=== axil_ram_slave ===
===== src/rtl/axil_ram_slave_pkg.sv =====
// Shared constants and helpers for the AXI4-Lite RAM slave.
// Both the top-level handshake logic and the RAM core import this package.
package axil_ram_slave_pkg;

    localparam logic [1:0] RESP_OKAY = 2'b00;

    // Number of byte-offset bits dropped when turning a byte address into a word index.
    function automatic int word_shift(input int strb_width);
        return $clog2(strb_width);
    endfunction

endpackage


===== src/rtl/axil_ram_core.sv =====
// Single-clock RAM with one byte-enabled write port and one registered read port.
// A read and a write to the same word in one cycle return the old contents.
module axil_ram_core
    import axil_ram_slave_pkg::*;
#(
    parameter int DATA_WIDTH = 32,
    parameter int STRB_WIDTH = DATA_WIDTH / 8,
    parameter int WORD_AW    = 3
) (
    input  logic                  clk,
    input  logic                  rst,
    input  logic                  i_we,
    input  logic [WORD_AW-1:0]    i_waddr,
    input  logic [DATA_WIDTH-1:0] i_wdata,
    input  logic [STRB_WIDTH-1:0] i_wstrb,
    input  logic                  i_re,
    input  logic [WORD_AW-1:0]    i_raddr,
    output logic [DATA_WIDTH-1:0] o_rdata
);

    localparam int DEPTH = 2 ** WORD_AW;

    // Contents start at zero at power-up and survive rst.
    logic [DATA_WIDTH-1:0] r_mem [DEPTH] = '{default: '0};
    logic [DATA_WIDTH-1:0] r_rdata;

    // Byte-lane write port
    always_ff @(posedge clk) begin
        if (i_we) begin
            for (int i = 0; i < STRB_WIDTH; i++) begin
                if (i_wstrb[i]) begin
                    r_mem[i_waddr][i*8 +: 8] <= i_wdata[i*8 +: 8];
                end
            end
        end
    end

    // Registered read port; holds its value until the next read enable
    always_ff @(posedge clk) begin
        if (rst) begin
            r_rdata <= '0;
        end else if (i_re) begin
            r_rdata <= r_mem[i_raddr];
        end else begin
            r_rdata <= r_rdata;
        end
    end

    assign o_rdata = r_rdata;

endmodule


===== src/rtl/axil_ram_slave.sv =====
// AXI4-Lite slave in front of a word-organised RAM: single-beat writes with
// byte strobes, one-cycle-latency reads, always OKAY responses.
module axil_ram_slave
    import axil_ram_slave_pkg::*;
#(
    parameter int DATA_WIDTH = 32,
    parameter int ADDR_WIDTH = 5,
    parameter int STRB_WIDTH = DATA_WIDTH / 8
) (
    input  logic                  clk,
    input  logic                  rst,
    input  logic [ADDR_WIDTH-1:0] s_axil_awaddr,
    input  logic [2:0]            s_axil_awprot,
    input  logic                  s_axil_awvalid,
    output logic                  s_axil_awready,
    input  logic [DATA_WIDTH-1:0] s_axil_wdata,
    input  logic [STRB_WIDTH-1:0] s_axil_wstrb,
    input  logic                  s_axil_wvalid,
    output logic                  s_axil_wready,
    output logic [1:0]            s_axil_bresp,
    output logic                  s_axil_bvalid,
    input  logic                  s_axil_bready,
    input  logic [ADDR_WIDTH-1:0] s_axil_araddr,
    input  logic [2:0]            s_axil_arprot,
    input  logic                  s_axil_arvalid,
    output logic                  s_axil_arready,
    output logic [DATA_WIDTH-1:0] s_axil_rdata,
    output logic [1:0]            s_axil_rresp,
    output logic                  s_axil_rvalid,
    input  logic                  s_axil_rready
);

    localparam int WORD_LSB = word_shift(STRB_WIDTH);
    localparam int WORD_AW  = ADDR_WIDTH - WORD_LSB;

    logic               w_wr_fire;
    logic               w_rd_fire;
    logic [WORD_AW-1:0] w_wr_word;
    logic [WORD_AW-1:0] w_rd_word;
    logic               r_bvalid;
    logic               r_rvalid;
    logic               w_unused;

    // AW and W are only ever accepted together; readies stay low during rst.
    assign w_wr_fire = !rst && s_axil_awvalid && s_axil_wvalid && (!r_bvalid || s_axil_bready);
    assign w_rd_fire = !rst && s_axil_arvalid && (!r_rvalid || s_axil_rready);

    assign w_wr_word = s_axil_awaddr[ADDR_WIDTH-1:WORD_LSB];
    assign w_rd_word = s_axil_araddr[ADDR_WIDTH-1:WORD_LSB];

    assign w_unused = ^{s_axil_awprot, s_axil_arprot, s_axil_awaddr, s_axil_araddr};

    // Write response valid: set on a fire, cleared once the master takes it
    always_ff @(posedge clk) begin
        if (rst) begin
            r_bvalid <= 1'b0;
        end else if (w_wr_fire) begin
            r_bvalid <= 1'b1;
        end else if (s_axil_bready) begin
            r_bvalid <= 1'b0;
        end else begin
            r_bvalid <= r_bvalid;
        end
    end

    // Read data valid: set on a fire, cleared once the master takes it
    always_ff @(posedge clk) begin
        if (rst) begin
            r_rvalid <= 1'b0;
        end else if (w_rd_fire) begin
            r_rvalid <= 1'b1;
        end else if (s_axil_rready) begin
            r_rvalid <= 1'b0;
        end else begin
            r_rvalid <= r_rvalid;
        end
    end

    axil_ram_core #(
        .DATA_WIDTH (DATA_WIDTH),
        .STRB_WIDTH (STRB_WIDTH),
        .WORD_AW    (WORD_AW)
    ) u_core (
        .clk     (clk),
        .rst     (rst),
        .i_we    (w_wr_fire),
        .i_waddr (w_wr_word),
        .i_wdata (s_axil_wdata),
        .i_wstrb (s_axil_wstrb),
        .i_re    (w_rd_fire),
        .i_raddr (w_rd_word),
        .o_rdata (s_axil_rdata)
    );

    assign s_axil_awready = w_wr_fire;
    assign s_axil_wready  = w_wr_fire;
    assign s_axil_arready = w_rd_fire;
    assign s_axil_bvalid  = r_bvalid;
    assign s_axil_rvalid  = r_rvalid;
    assign s_axil_bresp   = RESP_OKAY;
    assign s_axil_rresp   = RESP_OKAY;

endmodule


===== config.mk =====
export PLATFORM = sky130hd
export DESIGN_NAME = axil_ram_slave
export DESIGN_NICKNAME = d
export VERILOG_FILES = /design/src/rtl/axil_ram_slave_pkg.sv /design/src/rtl/axil_ram_core.sv /design/src/rtl/axil_ram_slave.sv
export SDC_FILE = /design/constraint.sdc
export NUM_CORES = 1
export LEC_CHECK = 0
export ABC_CLOCK_PERIOD_IN_PS = 6000
export CAP_MARGIN = 5
export CORE_MARGIN = 4
export CORE_UTILIZATION = 47
export CTS_CLUSTER_SIZE = 24
export DETAILED_ROUTE_END_ITERATION = 8
export PLACE_DENSITY = 0.67
export RECOVER_POWER = 50
export SLEW_MARGIN = 20
export SYNTH_ARGS = -nofsm -noshare
export SYNTH_HDL_FRONTEND = slang
export SYNTH_SLANG_ARGS = --single-unit

===== constraint.sdc =====
create_clock -name clk -period 6 [get_ports clk]
set_clock_uncertainty 0.15 [all_clocks]
set_input_delay 1.5 -clock clk [delete_from_list [all_inputs] [get_ports clk]]
set_output_delay 1.5 -clock clk [all_outputs]
set_load 0.02 [all_outputs]

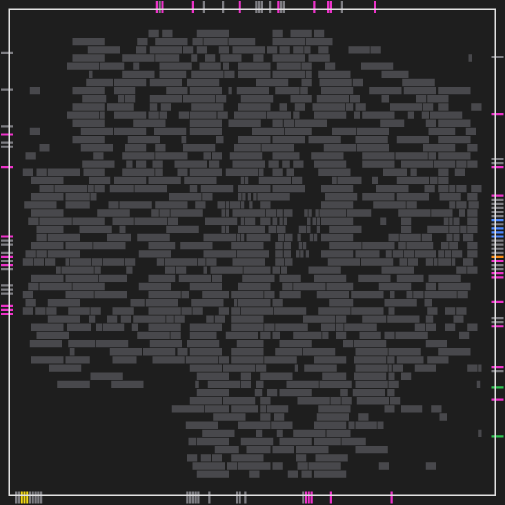
Figure 1: axil_ram_slave, I/O pins on the die edge.
(3 px per um) Pins as bars across the die edge, other pins in gray.
port	color	pins	direction	edge
s_axil_bresp	green	2	output	right
s_axil_awvalid	orange	1	input	right
s_axil_wstrb	blue	4	input	right
s_axil_rdata	magenta	32	output	10 right, 9 top, 8 left, 5 bottom
s_axil_arprot	yellow	3	input	bottom
all pins by edge	35 right, 25 bottom, 21 left, 19 top

==> results.py <==
# Physical implementation metrics
metrics = {
    "status": {
        "outcome": "completed",
    },
    "worst_setup_path": {
        "slowest_delay_ns": 0.60,
        "worst_path_max_delay_cell": "clkdlybuf4s50_1",
    },
    "floorplan": {
        "rows": 55,
        "die_y_um": 162,
        "core_sq_mm": 0.0229,
    },
    "power": {
        "switchingPower_w": 0.000879,
        "power_clock_w": 0.00186,
        "p_per_area_mw_per_mm2": 332,
    },
    "routing": {
        "ant_nets": 0,
        "via_per_inst": 5.60,
    },
    "global_routing": {
        "grtUsageMet2": 0.282,
    },
    "min_path": {
        "hp-start": "u_core.o_rdata[19]",
    },
    "final_layout": {
        "clock_area_frac": 0.0763,
        "final-nonclk-buf-share": 0.0704,
    },
    "synthesis": {
        "common_cells": "edfxtp_1 (256), mux2i_1 (64), nor2_1 (36), dfxtp_1 (34), nand2b_1 (34)",
    },
}
## stage by stage
step	total power (W)	hold slack [ns]	instance area, sq um	instances	util
2_1_floorplan	0.00243	0.444	11100	580	-
3_3_place_gp	0.00254	0.305	12100	951	0.529
3_5_place_dp	0.00255	0.303	12100	951	0.529
4_1_cts	0.00440	0.317	13100	1005	0.573
5_1_grt	0.00449	0.319	13100	1005	0.573
6_report	0.00435	0.307	13100	1005	0.573
## sequential cells by signal (all words and copies together), names as in the netlist
name	count
s_axil_rvalid	1
s_axil_bvalid	1
u_core.o_rdata	32
u_core.r_mem	256

=== pri_decoder_strobe ===
Figure 2. Signal metal coverage by tile (pri_decoder_strobe).
(4 px per um) 15 x 15 tiles, from dark blue (low) to red (high), scaled to the fullest tile. Values are wire area over tile area, all layers added.
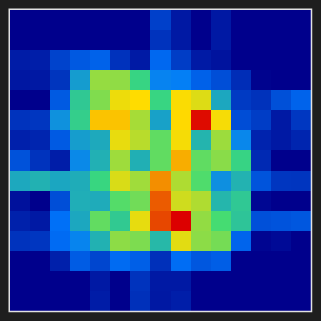
Figure 3. I/O pins on the die edge (pri_decoder_strobe).
(6 px per um) Pins as bars across the die edge, other pins in gray.
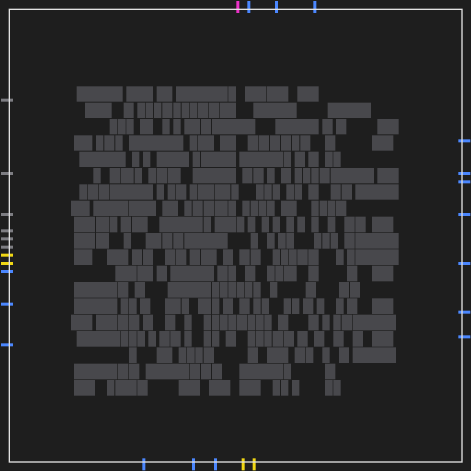
`src/rtl/pri_decoder_strobe.sv`:
```
`default_nettype none
// ============================================================================
// Module   : pri_decoder_strobe
// Purpose  : Binary-to-one-hot decoder with timed strobe generation. A code is
//            accepted over a valid/ready handshake. The matching one-hot line
//            is then driven for HOLD_CYCLES clocks, followed by GAP_CYCLES
//            all-zero clocks. A one-entry pending buffer lets the next code be
//            accepted while a strobe is still running.
// Ports    : clk          - rising-edge clock
//            reset_n      - synchronous reset, active low
//            enable       - block enable; low aborts activity and blocks accepts
//            binary_in    - code to decode (WIDTH_IN bits)
//            in_valid     - binary_in is valid
//            in_ready     - a code can be accepted this cycle
//            decoder_out  - one-hot strobe (2**WIDTH_IN bits), zero when idle
//            out_valid    - high while decoder_out is nonzero
//            busy         - strobe or gap active, or pending entry held
// Revision : 1.0 - initial release
// ============================================================================
module pri_decoder_strobe #(
  parameter int WIDTH_IN    = 4,
  parameter int HOLD_CYCLES = 2,
  parameter int GAP_CYCLES  = 1
) (
  input  logic                     clk,
  input  logic                     reset_n,
  input  logic                     enable,
  input  logic [WIDTH_IN-1:0]      binary_in,
  input  logic                     in_valid,
  output logic                     in_ready,
  output logic [2**WIDTH_IN-1:0]   decoder_out,
  output logic                     out_valid,
  output logic                     busy
);

  localparam int OUT_W   = 2**WIDTH_IN;
  localparam int CNT_MAX = ((HOLD_CYCLES > GAP_CYCLES) ? HOLD_CYCLES : GAP_CYCLES) - 1;
  localparam int CNT_W   = (CNT_MAX > 0) ? $clog2(CNT_MAX + 1) : 1;

  localparam logic [CNT_W-1:0] HOLD_RELOAD = CNT_W'(HOLD_CYCLES - 1);
  // With no gap the reload value is never used; keep it at zero.
  localparam logic [CNT_W-1:0] GAP_RELOAD  = (GAP_CYCLES > 0) ? CNT_W'(GAP_CYCLES - 1)
                                                              : '0;

  typedef enum logic [1:0] {
    ST_IDLE  = 2'd0,
    ST_DRIVE = 2'd1,
    ST_GAP   = 2'd2
  } state_t;

  state_t              state_q,      state_d;
  logic [CNT_W-1:0]    cnt_q,        cnt_d;
  logic [OUT_W-1:0]    dec_q,        dec_d;
  logic                ov_q,         ov_d;
  logic                pend_valid_q, pend_valid_d;
  logic [WIDTH_IN-1:0] pend_code_q,  pend_code_d;

  logic accept;

  assign in_ready    = reset_n & enable & ~pend_valid_q;
  assign accept      = in_valid & in_ready;
  assign decoder_out = dec_q;
  assign out_valid   = ov_q;
  assign busy        = (state_q != ST_IDLE) | pend_valid_q;

  always_comb begin
    state_d      = state_q;
    cnt_d        = cnt_q;
    dec_d        = dec_q;
    ov_d         = ov_q;
    pend_valid_d = pend_valid_q;
    pend_code_d  = pend_code_q;

    if (!enable) begin
      // Abort: no partial strobe survives a disable.
      state_d      = ST_IDLE;
      cnt_d        = '0;
      dec_d        = '0;
      ov_d         = 1'b0;
      pend_valid_d = 1'b0;
    end else begin
      unique case (state_q)
        ST_IDLE: begin
          if (accept) begin
            state_d = ST_DRIVE;
            cnt_d   = HOLD_RELOAD;
            dec_d   = OUT_W'(1) << binary_in;
            ov_d    = 1'b1;
          end
        end

        ST_DRIVE: begin
          if (cnt_q != '0) begin
            cnt_d = cnt_q - CNT_W'(1);
            if (accept) begin
              pend_valid_d = 1'b1;
              pend_code_d  = binary_in;
            end
          end else if (GAP_CYCLES > 0) begin
            state_d = ST_GAP;
            cnt_d   = GAP_RELOAD;
            dec_d   = '0;
            ov_d    = 1'b0;
            if (accept) begin
              pend_valid_d = 1'b1;
              pend_code_d  = binary_in;
            end
          end else if (pend_valid_q) begin
            // in_ready is low here, so no accept can coincide.
            cnt_d        = HOLD_RELOAD;
            dec_d        = OUT_W'(1) << pend_code_q;
            ov_d         = 1'b1;
            pend_valid_d = 1'b0;
          end else if (accept) begin
            // Back-to-back bypass straight from the input.
            cnt_d = HOLD_RELOAD;
            dec_d = OUT_W'(1) << binary_in;
            ov_d  = 1'b1;
          end else begin
            state_d = ST_IDLE;
            dec_d   = '0;
            ov_d    = 1'b0;
          end
        end

        ST_GAP: begin
          if (cnt_q != '0) begin
            cnt_d = cnt_q - CNT_W'(1);
            if (accept) begin
              pend_valid_d = 1'b1;
              pend_code_d  = binary_in;
            end
          end else if (pend_valid_q) begin
            state_d      = ST_DRIVE;
            cnt_d        = HOLD_RELOAD;
            dec_d        = OUT_W'(1) << pend_code_q;
            ov_d         = 1'b1;
            pend_valid_d = 1'b0;
          end else if (accept) begin
            state_d = ST_DRIVE;
            cnt_d   = HOLD_RELOAD;
            dec_d   = OUT_W'(1) << binary_in;
            ov_d    = 1'b1;
          end else begin
            state_d = ST_IDLE;
          end
        end

        default: begin
          state_d      = ST_IDLE;
          cnt_d        = '0;
          dec_d        = '0;
          ov_d         = 1'b0;
          pend_valid_d = 1'b0;
        end
      endcase
    end
  end

  always_ff @(posedge clk) begin
    if (!reset_n) begin
      state_q      <= ST_IDLE;
      cnt_q        <= '0;
      dec_q        <= '0;
      ov_q         <= 1'b0;
      pend_valid_q <= 1'b0;
      pend_code_q  <= '0;
    end else begin
      state_q      <= state_d;
      cnt_q        <= cnt_d;
      dec_q        <= dec_d;
      ov_q         <= ov_d;
      pend_valid_q <= pend_valid_d;
      pend_code_q  <= pend_code_d;
    end
  end

endmodule
`default_nettype wire

```
`config.mk`:
```
export PLATFORM = sky130hd
export DESIGN_NAME = pri_decoder_strobe
export DESIGN_NICKNAME = d
export VERILOG_FILES = /design/src/rtl/pri_decoder_strobe.sv
export SDC_FILE = /design/constraint.sdc
export NUM_CORES = 1
export LEC_CHECK = 0
export ABC_AREA = 1
export CORE_MARGIN = 10
export CORE_UTILIZATION = 53
export DETAILED_ROUTE_END_ITERATION = 16
export HOLD_SLACK_MARGIN = 0.1
export PLACE_DENSITY = 0.8
export SETUP_SLACK_MARGIN = 0.5
export SLEW_MARGIN = 20
export SYNTH_ARGS = -nofsm -noshare
export SYNTH_HDL_FRONTEND = slang
export SYNTH_SLANG_ARGS = --single-unit
```
`constraint.sdc`:
```
create_clock -name clk -period 2.05 [get_ports clk]
set_input_delay 0.205 -clock clk [delete_from_list [all_inputs] [get_ports clk]]
set_output_delay 0.205 -clock clk [all_outputs]
set_load 0.01 [all_outputs]
```
==> results.py <==
# Physical implementation metrics
metrics = {
    "job": {
        "drv_cap": 0,
    },
    "power": {
        "p_seq_frac": 0.542,
        "pwr-share-comb": 0.217,
    },
    "placement": {
        "portBuffers": 26,
    },
    "routing": {
        "wire_per_inst_um": 13.1,
        "drtPass1Iterations": 4,
    },
    "final_layout": {
        "fin_cells": 327,
        "nFillCells": 260,
    },
    "synthesis": {
        "simple_gate_share": 0.366,
        "yosysMostFrequentCell": "nand2_1",
        "async_flop_share": 0,
        "fa_ha_area_frac": 0.0387,
        "ys_types": 18,
        "xor_share": 0,
    },
    "status": {
        "outcome": "completed",
    },
    "sta": {
        "tightest_slew_ns": 0.403,
    },
    "floorplan": {
        "fp_util": 0.571,
    },
    "cts": {
        "post_cts_buffers": 3,
        "clk_path_buf_depth": 2,
    },
    "min_path": {
        "hold_end": "pend_code_q[3]",
    },
    "global_routing": {
        "grtUsageMet1": 0.191,
    },
}
Notes on Figure 2 above:
emptiest ninth of the die	top right
fullest tile	0.53
densest ninth of the die	middle
tiles over half the peak	20%

Notes on Figure 3 above:
port	color	pins	direction	edge
decoder_out	blue	16	output	7 right, 3 bottom, 3 left, 3 top
out_valid	magenta	1	output	top
binary_in	yellow	4	input	2 bottom, 2 left
all pins by edge	11 left, 7 right, 5 bottom, 4 top

metrics by stage:
stage / setup slack (ns) / hold slack [ns] / instance area [sq um] / util
2_1_floorplan: 0.526 / 0.343 / 1620 / -
3_3_place_gp: 0.309 / 0.461 / 1900 / 0.673
3_5_place_dp: 0.305 / 0.467 / 1900 / 0.673
4_1_cts: 0.458 / 0.319 / 1960 / 0.691
5_1_grt: 0.446 / 0.359 / 2010 / 0.711
6_report: 0.547 / 0.331 / 2010 / 0.711
state kept, by name, summed over array words and instances, names as in the netlist:
name / count
out_valid: 1
pend_code_q: 4
decoder_out: 16
pend_valid_q: 1
state_q: 2
cnt_q: 1


==> notes/layouts.md <==
Pictures saved along the way, in no particular order.

Congestion heat map.
picture 1
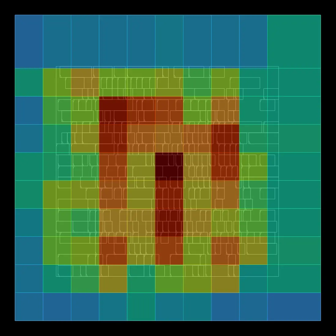
picture 2
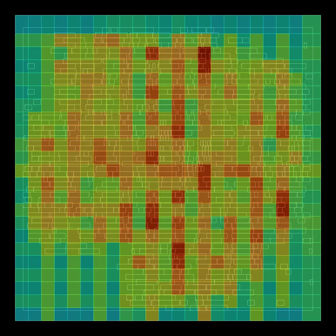
The one with the most wire per cell is picture 2.
The one with the highest utilization is picture 1.
Picture 2 is axil_ram_slave.
Picture 1 is pri_decoder_strobe.

Power and IR drop assume default switching activity.
